# ---- rosc_freq_meas_flat ----
<file path="src/rtl/rosc_freq_meas_if.sv">
// Control/result bundle between a measurement requester and rosc_freq_meas,
// including the ring-select/enable lines that go on to the rosc stress block.
interface rosc_freq_meas_if #(
   parameter int CNT_W = 16,
   parameter int WIN_W = 16
);
   logic             START_MEAS;
   logic [1:0]       ROSC_SEL;
   logic [WIN_W-1:0] WINDOW;
   logic             ROSC_OUT;

   logic             EN_ROSC;
   logic             MEAS_STRESS;
   logic             SEL_INV;
   logic             SEL_NAND;
   logic             SEL_NOR;
   logic             BUSY;
   logic             DONE;
   logic             ERR;
   logic [CNT_W-1:0] COUNT;
   logic             OVF;

   modport master (
      output START_MEAS, ROSC_SEL, WINDOW, ROSC_OUT,
      input  EN_ROSC, MEAS_STRESS, SEL_INV, SEL_NAND, SEL_NOR,
             BUSY, DONE, ERR, COUNT, OVF
   );

   modport slave (
      input  START_MEAS, ROSC_SEL, WINDOW, ROSC_OUT,
      output EN_ROSC, MEAS_STRESS, SEL_INV, SEL_NAND, SEL_NOR,
             BUSY, DONE, ERR, COUNT, OVF
   );
endinterface

</file>
<file path="src/rtl/rosc_freq_meas.sv">
// Measurement sequencer for the three-ring-oscillator stress block: settles the
// selected ring, counts its synchronized rising edges over a CLK window, then returns it to stress.
module rosc_freq_meas #(
   parameter int CNT_W      = 16,
   parameter int WIN_W      = 16,
   parameter int SETTLE_CYC = 8
) (
   input logic           CLK,
   input logic           RESETn,
   rosc_freq_meas_if.slave bus
);
   localparam int SET_W = $clog2(SETTLE_CYC + 1);
   localparam int CYC_W = (WIN_W > SET_W) ? WIN_W : SET_W;
   localparam logic [CYC_W-1:0] SETTLE_LAST = CYC_W'(SETTLE_CYC - 1);
   localparam logic [CNT_W-1:0] CNT_MAX     = '1;

   typedef enum logic [1:0] {S_IDLE, S_SETTLE, S_COUNT, S_DONE} state_t;

   state_t           state;
   logic             sync_a, sync_b, prev, rise;
   logic [WIN_W-1:0] win_q;
   logic [CYC_W-1:0] cyc_cnt;
   logic [2:0]       sel_oh;          // {NOR, NAND, INV}
   logic             en_q, meas_q, busy_q, done_q, err_q, ovf_q;
   logic [CNT_W-1:0] count_q;
   logic             to_done;

   // NOTE: the default arm keeps the decode total, so nothing is left to hold its old value (no latch).
   function automatic logic [2:0] sel_onehot(input logic [1:0] sel);
      case (sel)
         2'd0:    return 3'b001;
         2'd1:    return 3'b010;
         2'd2:    return 3'b100;
         default: return 3'b000;
      endcase
   endfunction

   // prev tracks the synchronized level in every state, so the first COUNT
   // cycle cannot see a stale low and report a phantom edge.
   always_ff @(posedge CLK or negedge RESETn) begin
      if (!RESETn) begin
         sync_a <= 1'b0;
         sync_b <= 1'b0;
         prev   <= 1'b0;
      end else begin
         // NOTE: non-blocking assignments let this chain shift one stage per clock regardless of statement order.
         sync_a <= bus.ROSC_OUT;
         sync_b <= sync_a;
         prev   <= sync_b;
      end
   end

   assign rise = sync_b & ~prev;

   assign to_done = ((state == S_SETTLE) && (cyc_cnt == '0) && (win_q == '0)) ||
                    ((state == S_COUNT)  && (cyc_cnt == '0));

   always_ff @(posedge CLK or negedge RESETn) begin
      if (!RESETn) begin
         state   <= S_IDLE;
         win_q   <= '0;
         cyc_cnt <= '0;
         sel_oh  <= '0;
         en_q    <= 1'b0;
         meas_q  <= 1'b0;
         busy_q  <= 1'b0;
         done_q  <= 1'b0;
         err_q   <= 1'b0;
         ovf_q   <= 1'b0;
         count_q <= '0;
      end else begin
         done_q <= 1'b0;
         err_q  <= 1'b0;

         case (state)
            S_IDLE: begin
               if (bus.START_MEAS) begin
                  if (bus.ROSC_SEL != 2'd3) begin
                     state   <= S_SETTLE;
                     win_q   <= bus.WINDOW;
                     cyc_cnt <= SETTLE_LAST;
                     count_q <= '0;
                     ovf_q   <= 1'b0;
                     sel_oh  <= sel_onehot(bus.ROSC_SEL);
                     en_q    <= 1'b1;
                     meas_q  <= 1'b1;
                     busy_q  <= 1'b1;
                  end else begin
                     err_q <= 1'b1;
                  end
               end
            end

            S_SETTLE: begin
               if (cyc_cnt == '0) begin
                  if (win_q != '0) begin
                     state   <= S_COUNT;
                     cyc_cnt <= CYC_W'(win_q) - CYC_W'(1);
                  end
               end else begin
                  cyc_cnt <= cyc_cnt - CYC_W'(1);
               end
            end

            S_COUNT: begin
               // Saturate rather than wrap; OVF records that an edge was lost.
               if (rise) begin
                  if (count_q == CNT_MAX) ovf_q   <= 1'b1;
                  else                    count_q <= count_q + CNT_W'(1);
               end
               if (cyc_cnt != '0) cyc_cnt <= cyc_cnt - CYC_W'(1);
            end

            S_DONE: begin
               state <= S_IDLE;
            end

            default: begin
               state <= S_IDLE;
            end
         endcase

         if (to_done) begin
            state  <= S_DONE;
            done_q <= 1'b1;
            busy_q <= 1'b0;
            en_q   <= 1'b0;
            meas_q <= 1'b0;
            sel_oh <= '0;
         end
      end
   end

   assign bus.EN_ROSC     = en_q;
   assign bus.MEAS_STRESS = meas_q;
   assign bus.SEL_INV     = sel_oh[0];
   assign bus.SEL_NAND    = sel_oh[1];
   assign bus.SEL_NOR     = sel_oh[2];
   assign bus.BUSY        = busy_q;
   assign bus.DONE        = done_q;
   assign bus.ERR         = err_q;
   assign bus.COUNT       = count_q;
   assign bus.OVF         = ovf_q;
endmodule

</file>
<file path="src/flat_wrapper.sv">
// flat-port wrapper written by rule: the top's interface ports become plain ports
module rosc_freq_meas_flat 
#(
   parameter int CNT_W      = 16,
   parameter int WIN_W      = 16,
   parameter int SETTLE_CYC = 8
)
  (CLK, RESETn, bus_START_MEAS, bus_ROSC_SEL, bus_WINDOW, bus_ROSC_OUT, bus_EN_ROSC, bus_MEAS_STRESS, bus_SEL_INV, bus_SEL_NAND, bus_SEL_NOR, bus_BUSY, bus_DONE, bus_ERR, bus_COUNT, bus_OVF);
  rosc_freq_meas_if #(.CNT_W(CNT_W), .WIN_W(WIN_W)) bus_i ();
  input logic CLK;
  input logic RESETn;
  input wire logic [$bits(bus_i.START_MEAS)-1:0] bus_START_MEAS;
  input wire logic [$bits(bus_i.ROSC_SEL)-1:0] bus_ROSC_SEL;
  input wire logic [$bits(bus_i.WINDOW)-1:0] bus_WINDOW;
  input wire logic [$bits(bus_i.ROSC_OUT)-1:0] bus_ROSC_OUT;
  output wire logic [$bits(bus_i.EN_ROSC)-1:0] bus_EN_ROSC;
  output wire logic [$bits(bus_i.MEAS_STRESS)-1:0] bus_MEAS_STRESS;
  output wire logic [$bits(bus_i.SEL_INV)-1:0] bus_SEL_INV;
  output wire logic [$bits(bus_i.SEL_NAND)-1:0] bus_SEL_NAND;
  output wire logic [$bits(bus_i.SEL_NOR)-1:0] bus_SEL_NOR;
  output wire logic [$bits(bus_i.BUSY)-1:0] bus_BUSY;
  output wire logic [$bits(bus_i.DONE)-1:0] bus_DONE;
  output wire logic [$bits(bus_i.ERR)-1:0] bus_ERR;
  output wire logic [$bits(bus_i.COUNT)-1:0] bus_COUNT;
  output wire logic [$bits(bus_i.OVF)-1:0] bus_OVF;
  assign bus_i.START_MEAS = bus_START_MEAS;
  assign bus_i.ROSC_SEL = bus_ROSC_SEL;
  assign bus_i.WINDOW = bus_WINDOW;
  assign bus_i.ROSC_OUT = bus_ROSC_OUT;
  assign bus_EN_ROSC = bus_i.EN_ROSC;
  assign bus_MEAS_STRESS = bus_i.MEAS_STRESS;
  assign bus_SEL_INV = bus_i.SEL_INV;
  assign bus_SEL_NAND = bus_i.SEL_NAND;
  assign bus_SEL_NOR = bus_i.SEL_NOR;
  assign bus_BUSY = bus_i.BUSY;
  assign bus_DONE = bus_i.DONE;
  assign bus_ERR = bus_i.ERR;
  assign bus_COUNT = bus_i.COUNT;
  assign bus_OVF = bus_i.OVF;
  rosc_freq_meas #(.CNT_W(CNT_W), .WIN_W(WIN_W), .SETTLE_CYC(SETTLE_CYC)) u_core (.CLK(CLK), .RESETn(RESETn), .bus(bus_i));
endmodule
</file>
<file path="config.mk">
export PLATFORM = sky130hd
export DESIGN_NAME = rosc_freq_meas_flat
export DESIGN_NICKNAME = d
export VERILOG_FILES = /design/src/rtl/rosc_freq_meas_if.sv /design/src/rtl/rosc_freq_meas.sv /design/src/flat_wrapper.sv
export SDC_FILE = /design/constraint.sdc
export NUM_CORES = 1
export LEC_CHECK = 0
export CAP_MARGIN = 20
export CORE_MARGIN = 4
export CORE_UTILIZATION = 40
export CTS_CLUSTER_DIAMETER = 50
export DETAILED_ROUTE_END_ITERATION = 16
export GPL_TIMING_DRIVEN = 0
export SLEW_MARGIN = 20
export SYNTH_ARGS = -nofsm -noshare
export SYNTH_HDL_FRONTEND = slang
export SYNTH_SLANG_ARGS = --single-unit
export TNS_END_PERCENT = 20
</file>
<file path="constraint.sdc">
create_clock -name CLK -period 2.3 [get_ports CLK]
set_input_delay 0.46 -clock CLK [delete_from_list [all_inputs] [get_ports CLK]]
set_output_delay 0.46 -clock CLK [all_outputs]
set_load 0.005 [all_outputs]
</file>
# ---- seq_scan_ctrl ----
<file path="config.mk">
export PLATFORM = sky130hd
export DESIGN_NAME = seq_scan_ctrl
export DESIGN_NICKNAME = d
export VERILOG_FILES = /design/src/rtl/seq_scan_ctrl.sv
export SDC_FILE = /design/constraint.sdc
export NUM_CORES = 1
export LEC_CHECK = 0
export CAP_MARGIN = 20
export CORE_MARGIN = 4
export CORE_UTILIZATION = 30
export DETAILED_ROUTE_END_ITERATION = 10
export SETUP_SLACK_MARGIN = 0.2
export SYNTH_ARGS = -nofsm -noshare
export SYNTH_HDL_FRONTEND = slang
export SYNTH_SLANG_ARGS = --single-unit
export TNS_END_PERCENT = 5
</file>
<file path="constraint.sdc">
create_clock -name clk -period 3.2 [get_ports clk]
set_clock_uncertainty 0.1 [all_clocks]
set_input_delay 0.64 -clock clk [delete_from_list [all_inputs] [get_ports clk]]
set_output_delay 0.64 -clock clk [all_outputs]
set_load 0.02 [all_outputs]
</file>
<file path="src/rtl/seq_scan_ctrl.sv">
// seq_scan_ctrl: frame serializer with a programmable 1..8 bit pattern matcher.
// Each accepted byte is shifted out MSB first over exactly 8 cycles. Every
// shifted bit enters a history register that is compared against the
// configured pattern. Matches may overlap and may span byte boundaries.
module seq_scan_ctrl (
    input  logic       clk,
    input  logic       rst_b,
    input  logic       cfg_we,
    input  logic [7:0] cfg_pat,
    input  logic [2:0] cfg_len,
    input  logic       start,
    input  logic       abort,
    input  logic [7:0] din,
    input  logic       din_last,
    input  logic       din_vld,
    output logic       din_rdy,
    output logic       bit_o,
    output logic       shift_en,
    output logic       hit,
    output logic [7:0] match_cnt,
    output logic       busy,
    output logic       done
);

    typedef enum logic [1:0] {
        S_IDLE  = 2'd0,
        S_LOAD  = 2'd1,
        S_SHIFT = 2'd2,
        S_DONE  = 2'd3
    } state_t;

    state_t     state_q, state_d;
    logic [7:0] pat_q, pat_d;
    logic [2:0] len_q, len_d;
    logic [7:0] sr_q, sr_d;          // captured byte, MSB is the bit on the wire
    logic       last_q, last_d;
    logic [2:0] bit_cnt_q, bit_cnt_d;
    logic [7:0] hist_q, hist_d;      // bit 0 = most recent serial bit
    logic [3:0] seen_q, seen_d;      // bits seen in this frame, saturates at 8
    logic       hit_q, hit_d;
    logic [7:0] cnt_q, cnt_d;

    logic [7:0] next_hist;
    logic [7:0] len_mask;
    logic [3:0] seen_inc;
    logic [3:0] len_bits;
    logic       match;

    // Next-state, datapath and match evaluation for the scan FSM
    always_comb begin
        state_d   = state_q;
        pat_d     = pat_q;
        len_d     = len_q;
        sr_d      = sr_q;
        last_d    = last_q;
        bit_cnt_d = bit_cnt_q;
        hist_d    = hist_q;
        seen_d    = seen_q;
        hit_d     = 1'b0;
        cnt_d     = cnt_q;

        // Compare the history as it will look once the current bit is in,
        // so the match is known in the same cycle the bit is on the wire.
        next_hist = {hist_q[6:0], sr_q[7]};
        len_mask  = 8'hFF >> (3'd7 - len_q);
        seen_inc  = seen_q + 4'd1;
        len_bits  = {1'b0, len_q} + 4'd1;
        match     = (((next_hist ^ pat_q) & len_mask) == 8'h00) && (seen_inc >= len_bits);

        case (state_q)
            S_IDLE: begin
                if (start) begin
                    state_d = S_LOAD;
                    cnt_d   = 8'd0;
                    hist_d  = 8'd0;
                    seen_d  = 4'd0;
                end else if (cfg_we) begin
                    pat_d = cfg_pat;
                    len_d = cfg_len;
                end
            end
            S_LOAD: begin
                if (abort) begin
                    state_d = S_IDLE;
                end else if (din_vld) begin
                    sr_d      = din;
                    last_d    = din_last;
                    bit_cnt_d = 3'd0;
                    state_d   = S_SHIFT;
                end
            end
            S_SHIFT: begin
                if (abort) begin
                    state_d = S_IDLE;
                end else begin
                    hist_d    = next_hist;
                    seen_d    = (seen_q >= 4'd8) ? 4'd8 : seen_inc;
                    sr_d      = sr_q << 1;
                    bit_cnt_d = bit_cnt_q + 3'd1;
                    if (match) begin
                        hit_d = 1'b1;
                        if (cnt_q != 8'hFF) begin
                            cnt_d = cnt_q + 8'd1;
                        end
                    end
                    if (bit_cnt_q == 3'd7) begin
                        state_d = last_q ? S_DONE : S_LOAD;
                    end
                end
            end
            S_DONE: begin
                state_d = S_IDLE;
            end
            default: begin
                state_d = S_IDLE;
            end
        endcase
    end

    // State and datapath registers; reset restores the default 5-bit pattern 10110
    always_ff @(posedge clk or negedge rst_b) begin
        if (!rst_b) begin
            state_q   <= S_IDLE;
            pat_q     <= 8'h16;
            len_q     <= 3'd4;
            sr_q      <= 8'd0;
            last_q    <= 1'b0;
            bit_cnt_q <= 3'd0;
            hist_q    <= 8'd0;
            seen_q    <= 4'd0;
            hit_q     <= 1'b0;
            cnt_q     <= 8'd0;
        end else begin
            state_q   <= state_d;
            pat_q     <= pat_d;
            len_q     <= len_d;
            sr_q      <= sr_d;
            last_q    <= last_d;
            bit_cnt_q <= bit_cnt_d;
            hist_q    <= hist_d;
            seen_q    <= seen_d;
            hit_q     <= hit_d;
            cnt_q     <= cnt_d;
        end
    end

    // Outputs decode straight from registered state; only din_rdy also sees abort
    always_comb begin
        busy      = (state_q != S_IDLE);
        din_rdy   = (state_q == S_LOAD) && !abort;
        shift_en  = (state_q == S_SHIFT);
        bit_o     = (state_q == S_SHIFT) && sr_q[7];
        done      = (state_q == S_DONE);
        hit       = hit_q;
        match_cnt = cnt_q;
    end

endmodule

</file>
# ---- exponent_add_pipe ----
## config.mk

```make
export PLATFORM = sky130hd
export DESIGN_NAME = exponent_add_pipe
export DESIGN_NICKNAME = d
export VERILOG_FILES = /design/src/rtl/exponent_add_pipe.sv
export SDC_FILE = /design/constraint.sdc
export NUM_CORES = 1
export LEC_CHECK = 0
export ABC_AREA = 1
export CAP_MARGIN = 20
export CORE_MARGIN = 2
export CORE_UTILIZATION = 57
export DETAILED_ROUTE_END_ITERATION = 16
export GPL_ROUTABILITY_DRIVEN = 0
export GPL_TIMING_DRIVEN = 0
export PLACE_DENSITY_LB_ADDON = 0.25
export SLEW_MARGIN = 20
export SYNTH_ARGS = -nofsm -noshare
export SYNTH_HDL_FRONTEND = slang
export SYNTH_SLANG_ARGS = --single-unit
```

## constraint.sdc

```tcl
create_clock -name clk -period 7.22 [get_ports clk]
set_clock_uncertainty 0.1 [all_clocks]
set_input_delay 1.444 -clock clk [delete_from_list [all_inputs] [get_ports clk]]
set_output_delay 1.444 -clock clk [all_outputs]
set_load 0.05 [all_outputs]
```

## src/rtl/exponent_add_pipe.sv

```systemverilog
`default_nettype none
// ============================================================================
//  Module      : exponent_add_pipe
//  Description : Pipelined exponent path for the floating-point multiplier.
//                Adds two biased exponents, removes the bias and classifies
//                the operands and the result (zero / infinity / NaN /
//                overflow / underflow). Produces a saturated biased result
//                exponent plus the signed, unsaturated raw sum for the
//                downstream normalisation stage. Valid/ready handshake on
//                both sides; all stages stall together.
//
//  Parameters  : EXP_W   exponent field width (4..11)
//                BIAS    exponent bias subtracted from the sum
//                STAGES  register stages from input to output (1..4)
//
//  Ports       : clk        clock, rising edge
//                rst        synchronous active-high reset
//                in_valid   operand pair valid
//                in_ready   pair accepted this cycle (pipe advancing)
//                exp_a      biased exponent of operand a  [EXP_W]
//                exp_b      biased exponent of operand b  [EXP_W]
//                out_valid  result valid
//                out_ready  downstream accepts the result
//                exp_out    saturated biased result exponent [EXP_W]
//                exp_raw    signed exp_a + exp_b - BIAS       [EXP_W+2]
//                f_zero     result is zero
//                f_inf      result is infinity / special exponent
//                f_nan      result is NaN (zero times special)
//                f_ovf      finite non-zero operands overflowed
//                f_unf      finite non-zero operands underflowed
//
//  Revision    : 1.0  initial release
// ============================================================================
module exponent_add_pipe #(
    parameter int EXP_W  = 8,
    parameter int BIAS   = 2**(EXP_W-1)-1,
    parameter int STAGES = 2
) (
    input  logic               clk,
    input  logic               rst,
    input  logic               in_valid,
    output logic               in_ready,
    input  logic [EXP_W-1:0]   exp_a,
    input  logic [EXP_W-1:0]   exp_b,
    output logic               out_valid,
    input  logic               out_ready,
    output logic [EXP_W-1:0]   exp_out,
    output logic [EXP_W+1:0]   exp_raw,
    output logic               f_zero,
    output logic               f_inf,
    output logic               f_nan,
    output logic               f_ovf,
    output logic               f_unf
);

    // ------------------------------------------------------------------------
    // Constants
    // ------------------------------------------------------------------------
    // The raw sum needs two extra bits: one for the carry of a+b and one for
    // the sign after the bias is removed. Within the legal EXP_W / BIAS range
    // the value never wraps.
    localparam int                 c_raw_w  = EXP_W + 2;
    // Pipeline payload: exponent, raw sum and five flags.
    localparam int                 c_data_w = EXP_W + c_raw_w + 5;
    localparam logic [EXP_W-1:0]   c_max    = {EXP_W{1'b1}};
    localparam logic [c_raw_w-1:0] c_max_ext = {2'b00, c_max};
    localparam logic [c_raw_w-1:0] c_bias   = c_raw_w'(BIAS);

    // ------------------------------------------------------------------------
    // Stage 1 arithmetic and classification (combinational)
    // ------------------------------------------------------------------------
    logic                 w_a_zero;
    logic                 w_b_zero;
    logic                 w_a_spec;
    logic                 w_b_spec;
    logic [c_raw_w-1:0]   w_raw;
    logic                 w_raw_ovf;
    logic                 w_raw_unf;

    logic [EXP_W-1:0]     w_exp_out;
    logic                 w_nan;
    logic                 w_inf;
    logic                 w_zero;
    logic                 w_ovf;
    logic                 w_unf;
    logic [c_data_w-1:0]  w_data;

    // Subnormals are flushed, so an all-zero field is simply zero; the
    // all-ones field marks infinity or NaN (mantissa decides downstream).
    assign w_a_zero = (exp_a == '0);
    assign w_b_zero = (exp_b == '0);
    assign w_a_spec = (exp_a == c_max);
    assign w_b_spec = (exp_b == c_max);

    assign w_raw = {2'b00, exp_a} + {2'b00, exp_b} - c_bias;

    // Signed range checks on the raw sum. A raw value of exactly MAX would
    // encode the special exponent, so it already counts as overflow.
    assign w_raw_ovf = ($signed(w_raw) >= $signed(c_max_ext));
    assign w_raw_unf = w_raw[c_raw_w-1] || (w_raw == '0);

    // Priority classification. Operand classes dominate the result range
    // checks so that overflow/underflow only ever report finite, non-zero
    // operands. Exactly one of nan/inf/zero can be set.
    always_comb begin
        w_exp_out = '0;
        w_nan     = 1'b0;
        w_inf     = 1'b0;
        w_zero    = 1'b0;
        w_ovf     = 1'b0;
        w_unf     = 1'b0;
        if ((w_a_zero && w_b_spec) || (w_b_zero && w_a_spec)) begin
            // zero times infinity/NaN
            w_nan     = 1'b1;
            w_exp_out = c_max;
        end else if (w_a_spec || w_b_spec) begin
            w_inf     = 1'b1;
            w_exp_out = c_max;
        end else if (w_a_zero || w_b_zero) begin
            w_zero    = 1'b1;
            w_exp_out = '0;
        end else if (w_raw_ovf) begin
            w_ovf     = 1'b1;
            w_inf     = 1'b1;
            w_exp_out = c_max;
        end else if (w_raw_unf) begin
            w_unf     = 1'b1;
            w_zero    = 1'b1;
            w_exp_out = '0;
        end else begin
            w_exp_out = w_raw[EXP_W-1:0];
        end
    end

    assign w_data = {w_exp_out, w_raw, w_nan, w_inf, w_zero, w_ovf, w_unf};

    // ------------------------------------------------------------------------
    // Pipeline registers
    // ------------------------------------------------------------------------
    // All stages share one advance enable: the whole pipe moves whenever the
    // output register is empty or being drained. Bubbles therefore travel
    // with the pipe instead of being squeezed out, which keeps the latency
    // fixed at STAGES cycles and the control trivially small.
    logic [STAGES-1:0]    r_valid;
    logic [c_data_w-1:0]  r_data [STAGES];
    logic                 w_adv;

    assign w_adv    = !r_valid[STAGES-1] || out_ready;
    assign in_ready = w_adv;

    // First stage captures the computed result. Data is only loaded on an
    // accept so that bubbles leave the payload registers untouched.
    always_ff @(posedge clk) begin
        if (rst) begin
            r_valid[0] <= 1'b0;
            r_data[0]  <= '0;
        end else if (w_adv) begin
            r_valid[0] <= in_valid;
            if (in_valid) begin
                r_data[0] <= w_data;
            end
        end
    end

    // Remaining stages just carry the payload forward.
    generate
        for (genvar s = 1; s < STAGES; s++) begin : g_stage
            always_ff @(posedge clk) begin
                if (rst) begin
                    r_valid[s] <= 1'b0;
                    r_data[s]  <= '0;
                end else if (w_adv) begin
                    r_valid[s] <= r_valid[s-1];
                    if (r_valid[s-1]) begin
                        r_data[s] <= r_data[s-1];
                    end
                end
            end
        end
    endgenerate

    // ------------------------------------------------------------------------
    // Outputs
    // ------------------------------------------------------------------------
    assign out_valid = r_valid[STAGES-1];
    assign {exp_out, exp_raw, f_nan, f_inf, f_zero, f_ovf, f_unf} = r_data[STAGES-1];

endmodule
`default_nettype wire

```

# ---- serial_addsub ----
==> src/rtl/serial_addsub_pkg.sv <==
// Shared types and elaboration helpers for the bit-serial adder/subtractor.
package serial_addsub_pkg;

  localparam int MIN_WIDTH = 32'd2;
  localparam int MAX_WIDTH = 32'd32;

  typedef enum logic [1:0] {
    ST_IDLE = 2'd0,
    ST_RUN  = 2'd1,
    ST_DONE = 2'd2
  } state_e;

  // Smallest r with 2**r >= value; sizes the bit counter.
  function automatic int clog2(input int value);
    int r;
    r = 0;
    for (int i = 0; i < 32; i++) begin
      if ((64'd1 << i) < 64'(value)) begin
        r = i + 1;
      end
    end
    return r;
  endfunction

endpackage

==> src/rtl/serial_fa_cell.sv <==
// One-bit full adder with registered carry. c_msb_in_o is the carry entering the
// bit being processed, so on the final bit it is the carry into the MSB.
module serial_fa_cell (
  input  logic clk,
  input  logic rst,
  input  logic a_i,
  input  logic b_i,
  input  logic load_i,
  input  logic cin_init_i,
  input  logic en_i,
  output logic s_o,
  output logic carry_o,
  output logic c_msb_in_o
);

  logic carry_q;
  logic carry_d;

  // Sum bit and carry-out of the bit currently presented.
  always_comb begin
    s_o        = a_i ^ b_i ^ carry_q;
    carry_d    = (a_i & b_i) | (a_i & carry_q) | (b_i & carry_q);
    carry_o    = carry_d;
    c_msb_in_o = carry_q;
  end

  // Carry register: seeded on accept, advanced once per processed bit.
  always_ff @(posedge clk or negedge rst) begin
    if (!rst) begin
      carry_q <= 1'b0;
    end else if (load_i) begin
      carry_q <= cin_init_i;
    end else if (en_i) begin
      carry_q <= carry_d;
    end else begin
      carry_q <= carry_q;
    end
  end

endmodule

==> src/rtl/serial_addsub.sv <==
// Bit-serial adder/subtractor, LSB first, one full adder plus shift registers.
// Optional serial result stream enabled by defining SERIAL_ADDSUB_STREAM_EN.
module serial_addsub
  import serial_addsub_pkg::*;
#(
  parameter int WIDTH = 8
) (
  input  logic             clk,
  input  logic             rst,
  input  logic             start_i,
  input  logic             sub_i,
  input  logic [WIDTH-1:0] a_in_i,
  input  logic [WIDTH-1:0] b_in_i,
  output logic             busy_o,
  output logic             done_o,
  output logic [WIDTH-1:0] sum_o,
  output logic             cout_o,
  output logic             ovf_o
`ifdef SERIAL_ADDSUB_STREAM_EN
  ,
  output logic             s_out_o,
  output logic             s_valid_o
`endif
);

  localparam int CW = clog2(WIDTH);

  if (WIDTH < MIN_WIDTH || WIDTH > MAX_WIDTH) begin : g_width_check
    $error("serial_addsub: WIDTH outside supported range");
  end

  state_e           state_q;
  logic [WIDTH-1:0] a_q;
  logic [WIDTH-1:0] b_q;
  logic [CW-1:0]    cnt_q;
  logic [WIDTH-1:0] sum_q;
  logic             cout_q;
  logic             ovf_q;
  logic             busy_q;
  logic             done_q;

  logic [WIDTH-1:0] a_d;
  logic [WIDTH-1:0] b_d;
  logic             accept;
  logic             run_en;
  logic             last_bit;
  logic             fa_s;
  logic             fa_carry;
  logic             fa_c_msb_in;

  serial_fa_cell u_fa (
    .clk        (clk),
    .rst        (rst),
    .a_i        (a_q[0]),
    .b_i        (b_q[0]),
    .load_i     (accept),
    .cin_init_i (sub_i),
    .en_i       (run_en),
    .s_o        (fa_s),
    .carry_o    (fa_carry),
    .c_msb_in_o (fa_c_msb_in)
  );

  // Handshake decode and the shifted register images for the next RUN edge.
  always_comb begin
    accept   = 1'b0;
    run_en   = 1'b0;
    case (state_q)
      ST_IDLE: accept = start_i;
      ST_DONE: accept = start_i;
      ST_RUN:  run_en = 1'b1;
      default: begin
        accept = 1'b0;
        run_en = 1'b0;
      end
    endcase
    last_bit = (cnt_q == CW'(WIDTH - 1));
    a_d      = {fa_s, a_q[WIDTH-1:1]};
    b_d      = {1'b0, b_q[WIDTH-1:1]};
  end

  // Control FSM with shift registers, bit counter and registered results.
  always_ff @(posedge clk or negedge rst) begin
    if (!rst) begin
      state_q <= ST_IDLE;
      a_q     <= '0;
      b_q     <= '0;
      cnt_q   <= '0;
      sum_q   <= '0;
      cout_q  <= 1'b0;
      ovf_q   <= 1'b0;
      busy_q  <= 1'b0;
      done_q  <= 1'b0;
    end else begin
      case (state_q)
        ST_IDLE, ST_DONE: begin
          done_q <= 1'b0;
          if (accept) begin
            a_q     <= a_in_i;
            b_q     <= sub_i ? ~b_in_i : b_in_i;
            cnt_q   <= '0;
            busy_q  <= 1'b1;
            state_q <= ST_RUN;
          end else begin
            busy_q  <= 1'b0;
            state_q <= ST_IDLE;
          end
        end
        ST_RUN: begin
          a_q   <= a_d;
          b_q   <= b_d;
          cnt_q <= cnt_q + CW'(1'b1);
          if (last_bit) begin
            // a_d already holds every sum bit once the MSB is shifted in.
            sum_q   <= a_d;
            cout_q  <= fa_carry;
            ovf_q   <= fa_c_msb_in ^ fa_carry;
            busy_q  <= 1'b0;
            done_q  <= 1'b1;
            state_q <= ST_DONE;
          end else begin
            busy_q  <= 1'b1;
            done_q  <= 1'b0;
            state_q <= ST_RUN;
          end
        end
        default: begin
          busy_q  <= 1'b0;
          done_q  <= 1'b0;
          state_q <= ST_IDLE;
        end
      endcase
    end
  end

  assign busy_o = busy_q;
  assign done_o = done_q;
  assign sum_o  = sum_q;
  assign cout_o = cout_q;
  assign ovf_o  = ovf_q;

`ifdef SERIAL_ADDSUB_STREAM_EN
  // Gated by busy so the stream idles at 0 outside RUN.
  assign s_out_o   = busy_q & fa_s;
  assign s_valid_o = busy_q;
`endif

endmodule

==> config.mk <==
export PLATFORM = sky130hd
export DESIGN_NAME = serial_addsub
export DESIGN_NICKNAME = d
export VERILOG_FILES = /design/src/rtl/serial_addsub_pkg.sv /design/src/rtl/serial_fa_cell.sv /design/src/rtl/serial_addsub.sv
export SDC_FILE = /design/constraint.sdc
export NUM_CORES = 1
export LEC_CHECK = 0
export ABC_AREA = 1
export CAP_MARGIN = 20
export CORE_MARGIN = 2
export CORE_UTILIZATION = 48
export CTS_BUF_LIST = sky130_fd_sc_hd__clkbuf_4 sky130_fd_sc_hd__clkbuf_8
export DETAILED_ROUTE_END_ITERATION = 16
export PLACE_DENSITY = 0.9
export SYNTH_ARGS = -nofsm -noshare
export SYNTH_HDL_FRONTEND = slang
export SYNTH_HIERARCHICAL = 1
export SYNTH_SLANG_ARGS = --single-unit
==> constraint.sdc <==
create_clock -name clk -period 1.4 [get_ports clk]
set_clock_uncertainty 0.15 [all_clocks]
set_input_delay 0.14 -clock clk [delete_from_list [all_inputs] [get_ports clk]]
set_output_delay 0.14 -clock clk [all_outputs]
set_load 0.1 [all_outputs]
==> seq_scan_ctrl/ff_map.png <==
The bar under the picture is 20 um long.
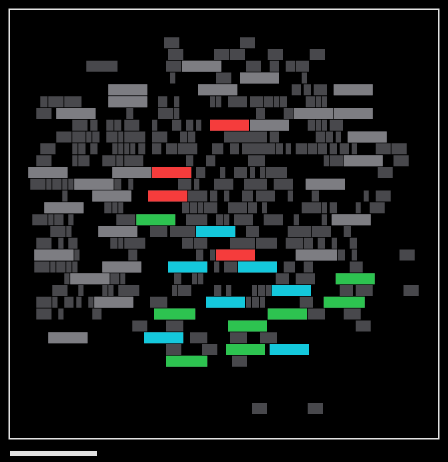
- seen_q: red (flops 4; where middle)
- pat_q: green (flops 8)
- hist_q: cyan (flops 7)
- not colored: 26
Flop area: 1130 um^2
Finished Core Util: 39.2%

==> results_slide.txt, seq_scan_ctrl <==
Run Summary

Run status
  • Status: finished, final reports clean

Final timing
  • Max-slew violations: 0
  • Setup-failing EPs final: 0
  • Final WS setup: 0.396 ns
  • Post-route minimum period: 2.80 ns

Routing
  • Detailed-route wire length: 5320 um
  • Post-route DRC: 0
  • Wirelength per Cell: 13.4 um

Final layout
  • Diodes inserted: 0
  • Cell Count, Final, Fillers Out: 397
  • Final net count: 333

Logic synthesis
  • Top cells by count: dfrtp_1 (41), nand2_1 (38), inv_1 (20), o21ai_0 (20), nor2_1 (15)
  • Fa+ha+maj area frac: 6.60%
  • Seq share, synth: 45.9%
  • Syn Nets: 291

Clock tree
  • Resize count post-CTS: 0

Worst setup path
  • Setup crit end: match_cnt[3]$_DFFE_PN0P_
  • Critical path arrival: 2.87 ns

Power
  • Int Pwr: 1080 uW
  • Sw Ratio: 32.3%
==> seq_scan_ctrl: final cells by class <==
| type | instances | area, um^2 |
|---|---|---|
| Multi-Input combinational cell | 177 | 1210 |
| Fill cell | 829 | 4770 |
| Tap cell | 102 | 128 |
| Inverter | 21 | 78.8 |
| Clock buffer | 8 | 90.1 |
| Sequential cell | 45 | 1130 |
| Timing Repair Buffer | 44 | 435 |
==> seq_scan_ctrl: flip-flops by register name, summed over array words and instances (netlist names) <==
signal,count
seen_q,4
pat_q,8
bit_cnt_q,3
match_cnt,8
last_q,1
sr_q,8
state_q,2
hit,1
len_q,3
hist_q,7
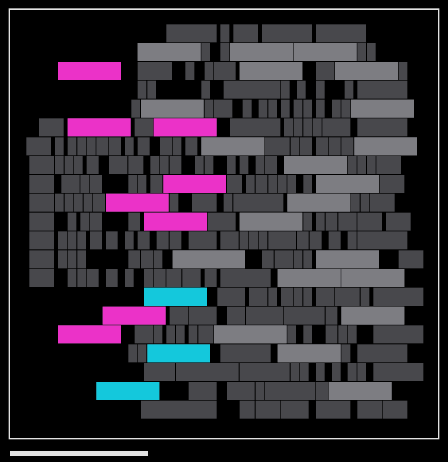
(serial_addsub/ff_map.png)
The bar under the picture is 20 um long.
- cnt_q: cyan (flops 3)
- b_q: magenta (flops 8)
- not colored: 21
flop share of the area: 33.6%
Finished Core Util: 73.2%
Flop area: 808 um^2
Seq group: 1810 uW

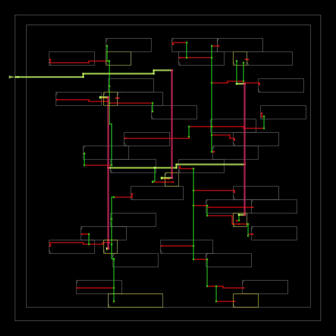
(serial_addsub/clock_nets.png)
clock latency (worst-skew pair): 0.36 ns
CLK BUF: 7
Sink Count: 32

==> results_slide.txt, serial_addsub <==
Run Summary

Final layout
  • Flops: 32
  • Non-clk buf share: 24.3%
  • Layout cells sized above 1: 22.0%
  • Layout area overhead: 49.7%
  • Non-CTS buffers: 46

Worst setup path
  • CP endpoint kind: output pin
  • Endpoint of the worst-slack reg-to-reg timing path: a_q[7]$_DFFE_PN0P_
  • Reg-to-Reg Start: b_q[0]$_DFFE_PN0P_
  • Worst path depth: 2

Logic synthesis
  • Synthesis Warnings: 6
  • Yosys cell types: 18
  • Yosys aoi share: 0.623%
  • Biggest area cells: dfrtp_1 (50%), nand2_1 (21%), nand3_1 (12%)

Power
  • Sw Ratio: 48.6%
  • Int Pwr: 3430 uW
  • Pleak: 0.00122 uW

Run status
  • Failing checks: setup timing
  • Status: finished with violations

Final timing
  • Least-Margin Pin Slew: 0.278 ns
  • RSZ-0062 raised after global routing: yes
  • Setup-failing EPs final: 1
  • Final WS setup: -0.0294 ns

Global route
  • Vias in the first global route: 1402

Placement
  • Placed Instance Area: 2180 um^2
  • Routability cong.: 0.874

Routing
  • Antenna-violating nets left: 0
  • Wire length on met3: 259 um

Die
  • Tap cells: 46
[serial_addsub: repair_timing]
item,4_1_cts,5_1_grt
setup buffers,4,0
hold buffers,1,0
cloned,1,0
pin swaps,5,3
resized,7,16
endpoints found under the setup margin,7,26
hold endpoints to repair,1,0
[serial_addsub: metal layers]
layer,vias to the layer above,global-route usage [%]
met2,68,42.1
met1,694,26.1
met4,0,11.6
met3,15,5.18
met5,-,0
li1,737,-
[serial_addsub: flip-flops by register name, summed over array words and instances (netlist names)]
register and count:
done_o 1, b_q 8, cout_o 1, ovf_o 1
u_fa/c_msb_in_o 1, cnt_q 3, sum_o 8, a_q 8
state_q 1
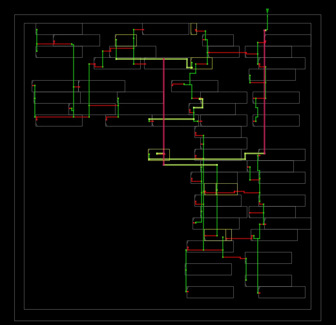
(exponent_add_pipe/clock_nets.png)
Sink Count: 48
Flops: 48

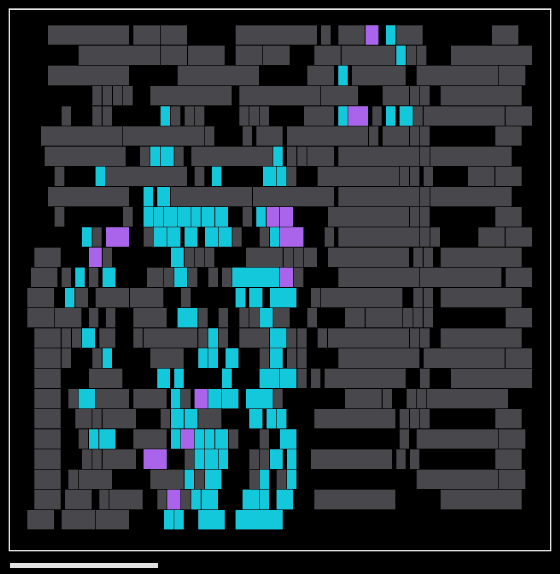
(exponent_add_pipe/gates.png)
The bar under the picture is 20 um long.
- aoi and oai cells: purple (cells 12)
- nand cells: cyan (cells 90)
Cell Count, Final, Fillers Out: 405
most frequent logic cell in the layout: inv_1
logic share of the area: 30.5%

==> results_slide.txt, exponent_add_pipe <==
Run Summary

Run status
  • Status: finished, final reports clean

Global route
  • Met3 Resource Use GR: 3.31%

Logic synthesis
  • Post-Synthesis Cell Area: 2690 um^2
  • Top comb family, area: simple AND/OR/NAND/NOR gates
  • Avg Synthesized Cell Area: 9.01 um^2
  • Synthesis Warnings: 0
  • Yosys Instances: 299
  • Yosys stat area: 2690 um^2

Routing
  • Antenna-violating nets left: 0
  • Met1 Wirelength: 1940 um
  • Post-route DRC: 0

Final layout
  • Clk tree area frac: 2.55%
  • Logic area: 1000 um^2
  • Inverter count: 66
  • Fillers: 355

Placement
  • Placed Instance Area: 3200 um^2
  • Worst slack at placement: 2.74 ns

Clock tree
  • Clock latency (worst-skew pair): 0.29 ns

Die
  • Core footprint: 4630 um^2

Run
  • Max-cap viol count: 0

Final timing
  • Tcrit/Tclk final: 62.1%
  • Final WS setup: 2.74 ns
==> exponent_add_pipe: worst max-delay path by stage <==
stage / from / to / slack (ns) / cells past startpoint
floorplan: exp_a[1] / r_data[0][15]$_SDFFCE_PN0P_ / 3.67 / 15
global route: out_ready / in_ready / 2.69 / 4
finish: out_ready / in_ready / 2.74 / 4
CTS: out_ready / in_ready / 2.74 / 4
global placement: out_ready / in_ready / 2.77 / 4
detailed placement: out_ready / in_ready / 2.74 / 4
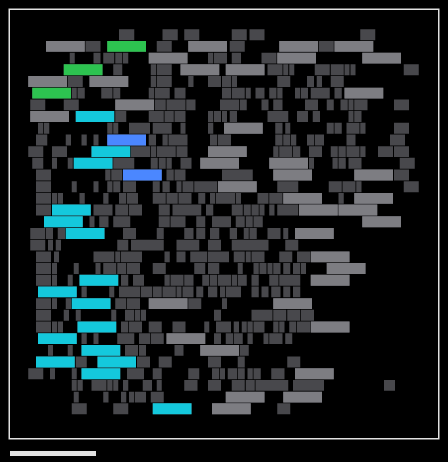
(rosc_freq_meas_flat/ff_map.png)
The bar under the picture is 20 um long.
- u_core.state: blue (flops 2)
- u_core.win_q: cyan (flops 16)
- u_core.sel_oh: green (flops 3)
- not colored: 39
Flop area: 1500 um^2
flop share of the area: 34.5%

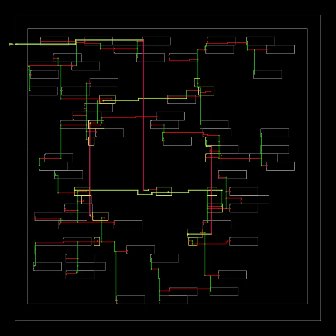
(rosc_freq_meas_flat/clock_nets.png)
Clk. pwr: 862 uW
Post-Route Skew: 0.0117 ns
CLK BUF: 10
clock latency (worst-skew pair): 0.35 ns
CTS buffer count: 9

==> results_slide.txt, rosc_freq_meas_flat <==
Run Summary

Run status
  • Status: finished with violations
  • Failing checks: setup timing

Worst setup path
  • CP startpoint: u_core.win_q[5]$_DFFE_PN0P_
  • Reg2reg setup slack: -0.09 ns
  • CP max stage cell: or4b_4
  • Crit path max-delay family: simple AND/OR/NAND/NOR gates

Die
  • Die Footprint: 9920 um^2
  • FP Core Util: 41.0%

Final timing
  • Final WS setup: -0.0903 ns
  • Setup-failing EPs final: 11

Placement
  • Hpwl dp: 6110 um
  • IO buf count: 46

Logic synthesis
  • Yosys Instances: 376
  • Synth area leader: dfrtp_1

Routing
  • Wire length on met3: 511 um
  • Detailed-route wire length: 8540 um

Power
  • Seq group: 1060 uW
  • Clock group share of total power: 43.4%
-- rosc_freq_meas_flat: cells by family after synthesis --
family / Yosys count
AND-OR/OR-AND: 79
buffers and inverters: 24
flip-flops: 60
AND/OR/NAND/NOR: 177
adder cells (fa/ha/maj): 8
XOR/XNOR: 28
-- rosc_freq_meas_flat: what timing repair did --
action,4_1_cts,5_1_grt
gates cloned,0,0
buffers inserted,9,7
pin swaps,7,4
gates resized,10,21
setup endpoints to repair,38,39
endpoints found under the hold margin,0,0

==> notes/layouts.md <==
Pictures saved along the way, in no particular order.

I/O pins on the die edge.
Pins as bars across the die edge, other pins in gray.
Plate I
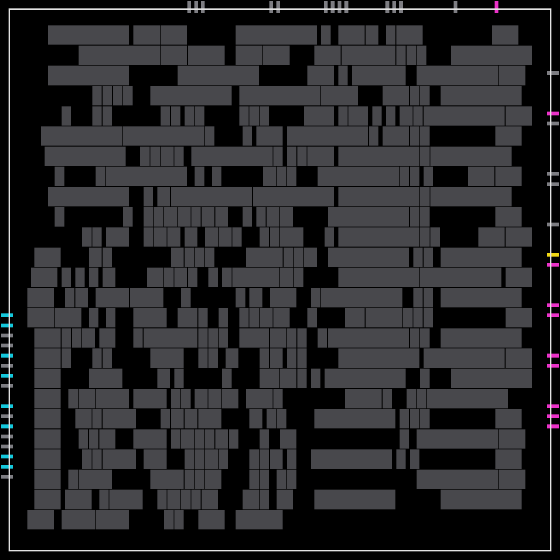
Plate II
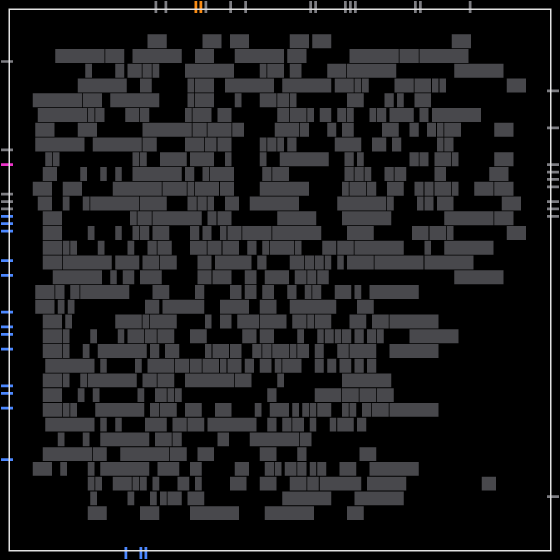
Plate III
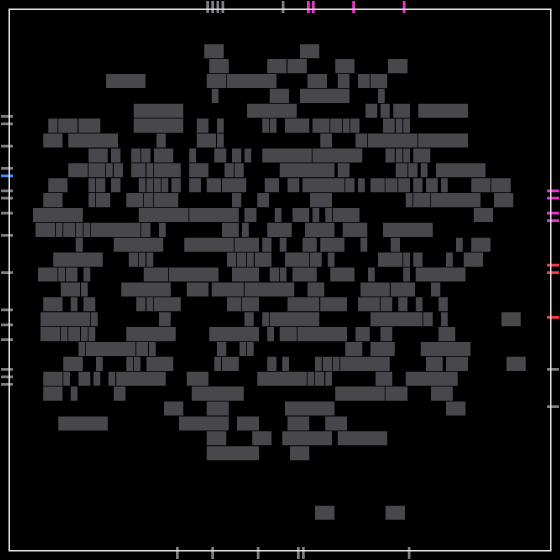
Plate IV
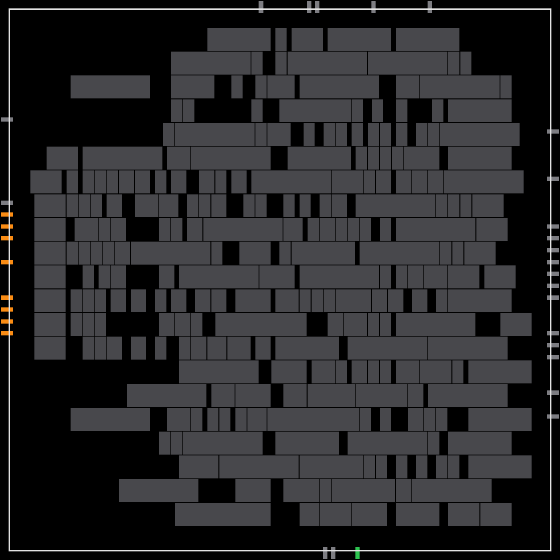
Of these, fewest pins: Plate IV
Plate III is seq_scan_ctrl.
Plate I is exponent_add_pipe.
Plate II is rosc_freq_meas_flat.
Plate IV is serial_addsub.



==> notes/layouts.md <==
Pictures saved along the way, in no particular order.

Metal layers overlaid.
Two of the layers only.
panel A
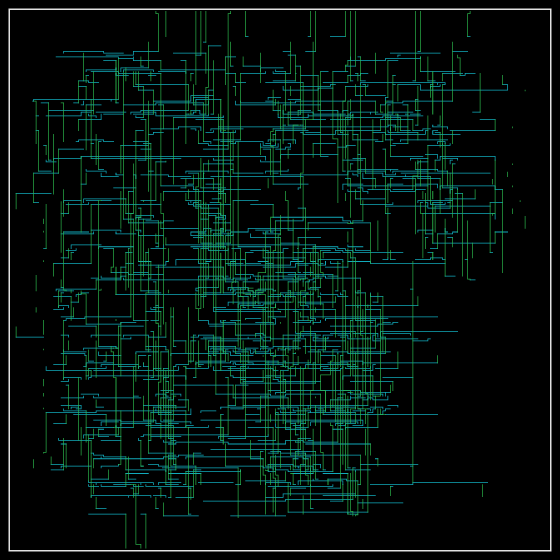
panel B
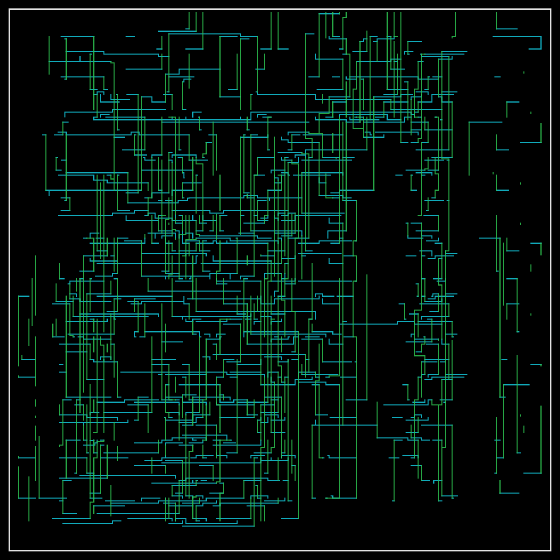
panel C
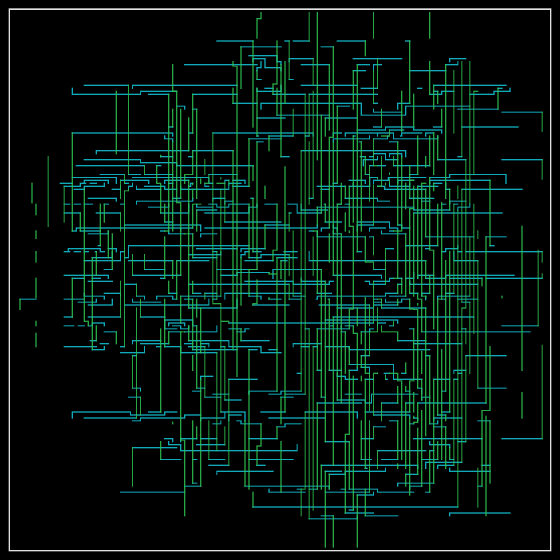
panel D
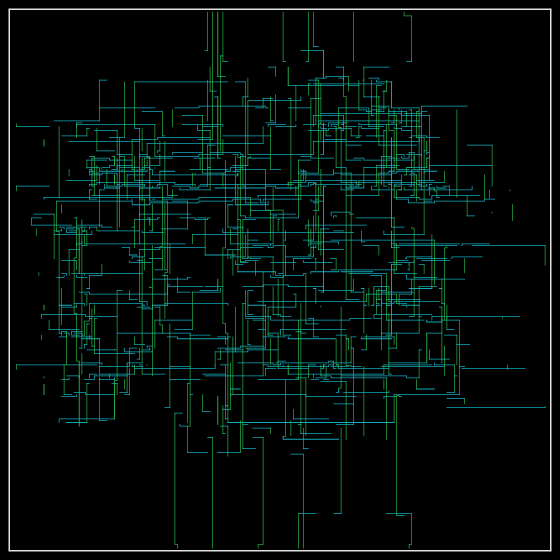
- most wire: panel A
exponent_add_pipe -> panel B
serial_addsub -> panel C
rosc_freq_meas_flat -> panel A
seq_scan_ctrl -> panel D

Key to panel D:
- M1: cyan (wire length 2600 um)
- M2: green (wire length 2400 um)


==> screenshots <==
Selected gate families.
The bar under the picture is 20 um long.
shot_01.png
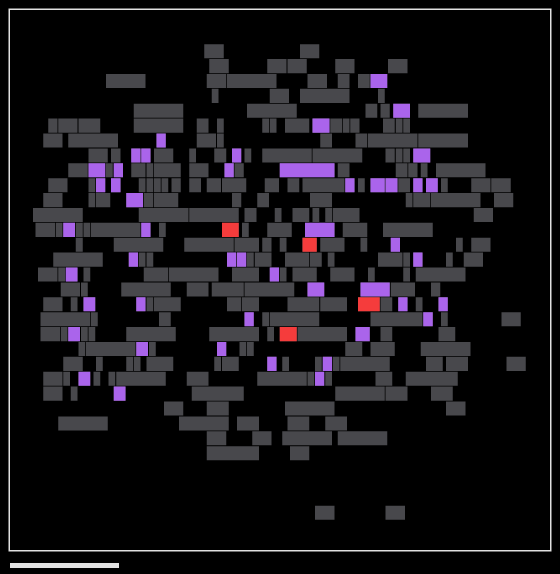
shot_02.png
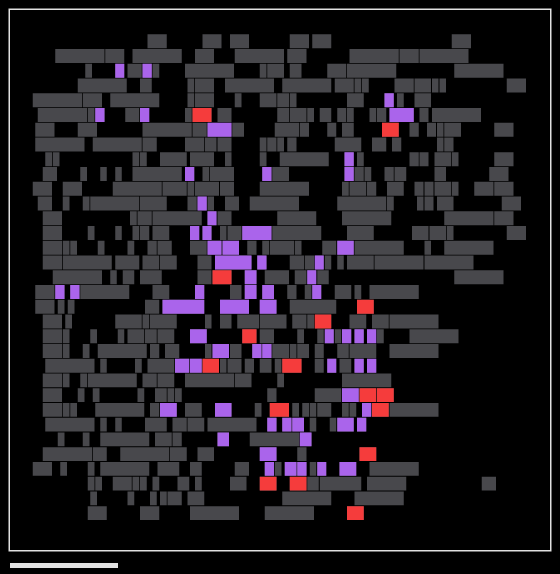
shot_03.png
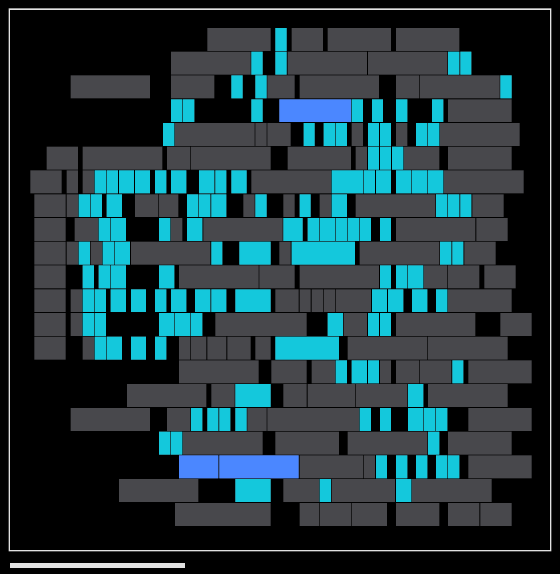
- serial_addsub = shot_03.png
- rosc_freq_meas_flat = shot_02.png
- seq_scan_ctrl = shot_01.png
- most cells: shot_02.png
- smallest die: shot_03.png

Key to shot_03.png:
- nand cells: cyan (cells 131)
- fa/ha/maj cells: blue (cells 3)

Power is estimated from default activity; no workload was simulated.
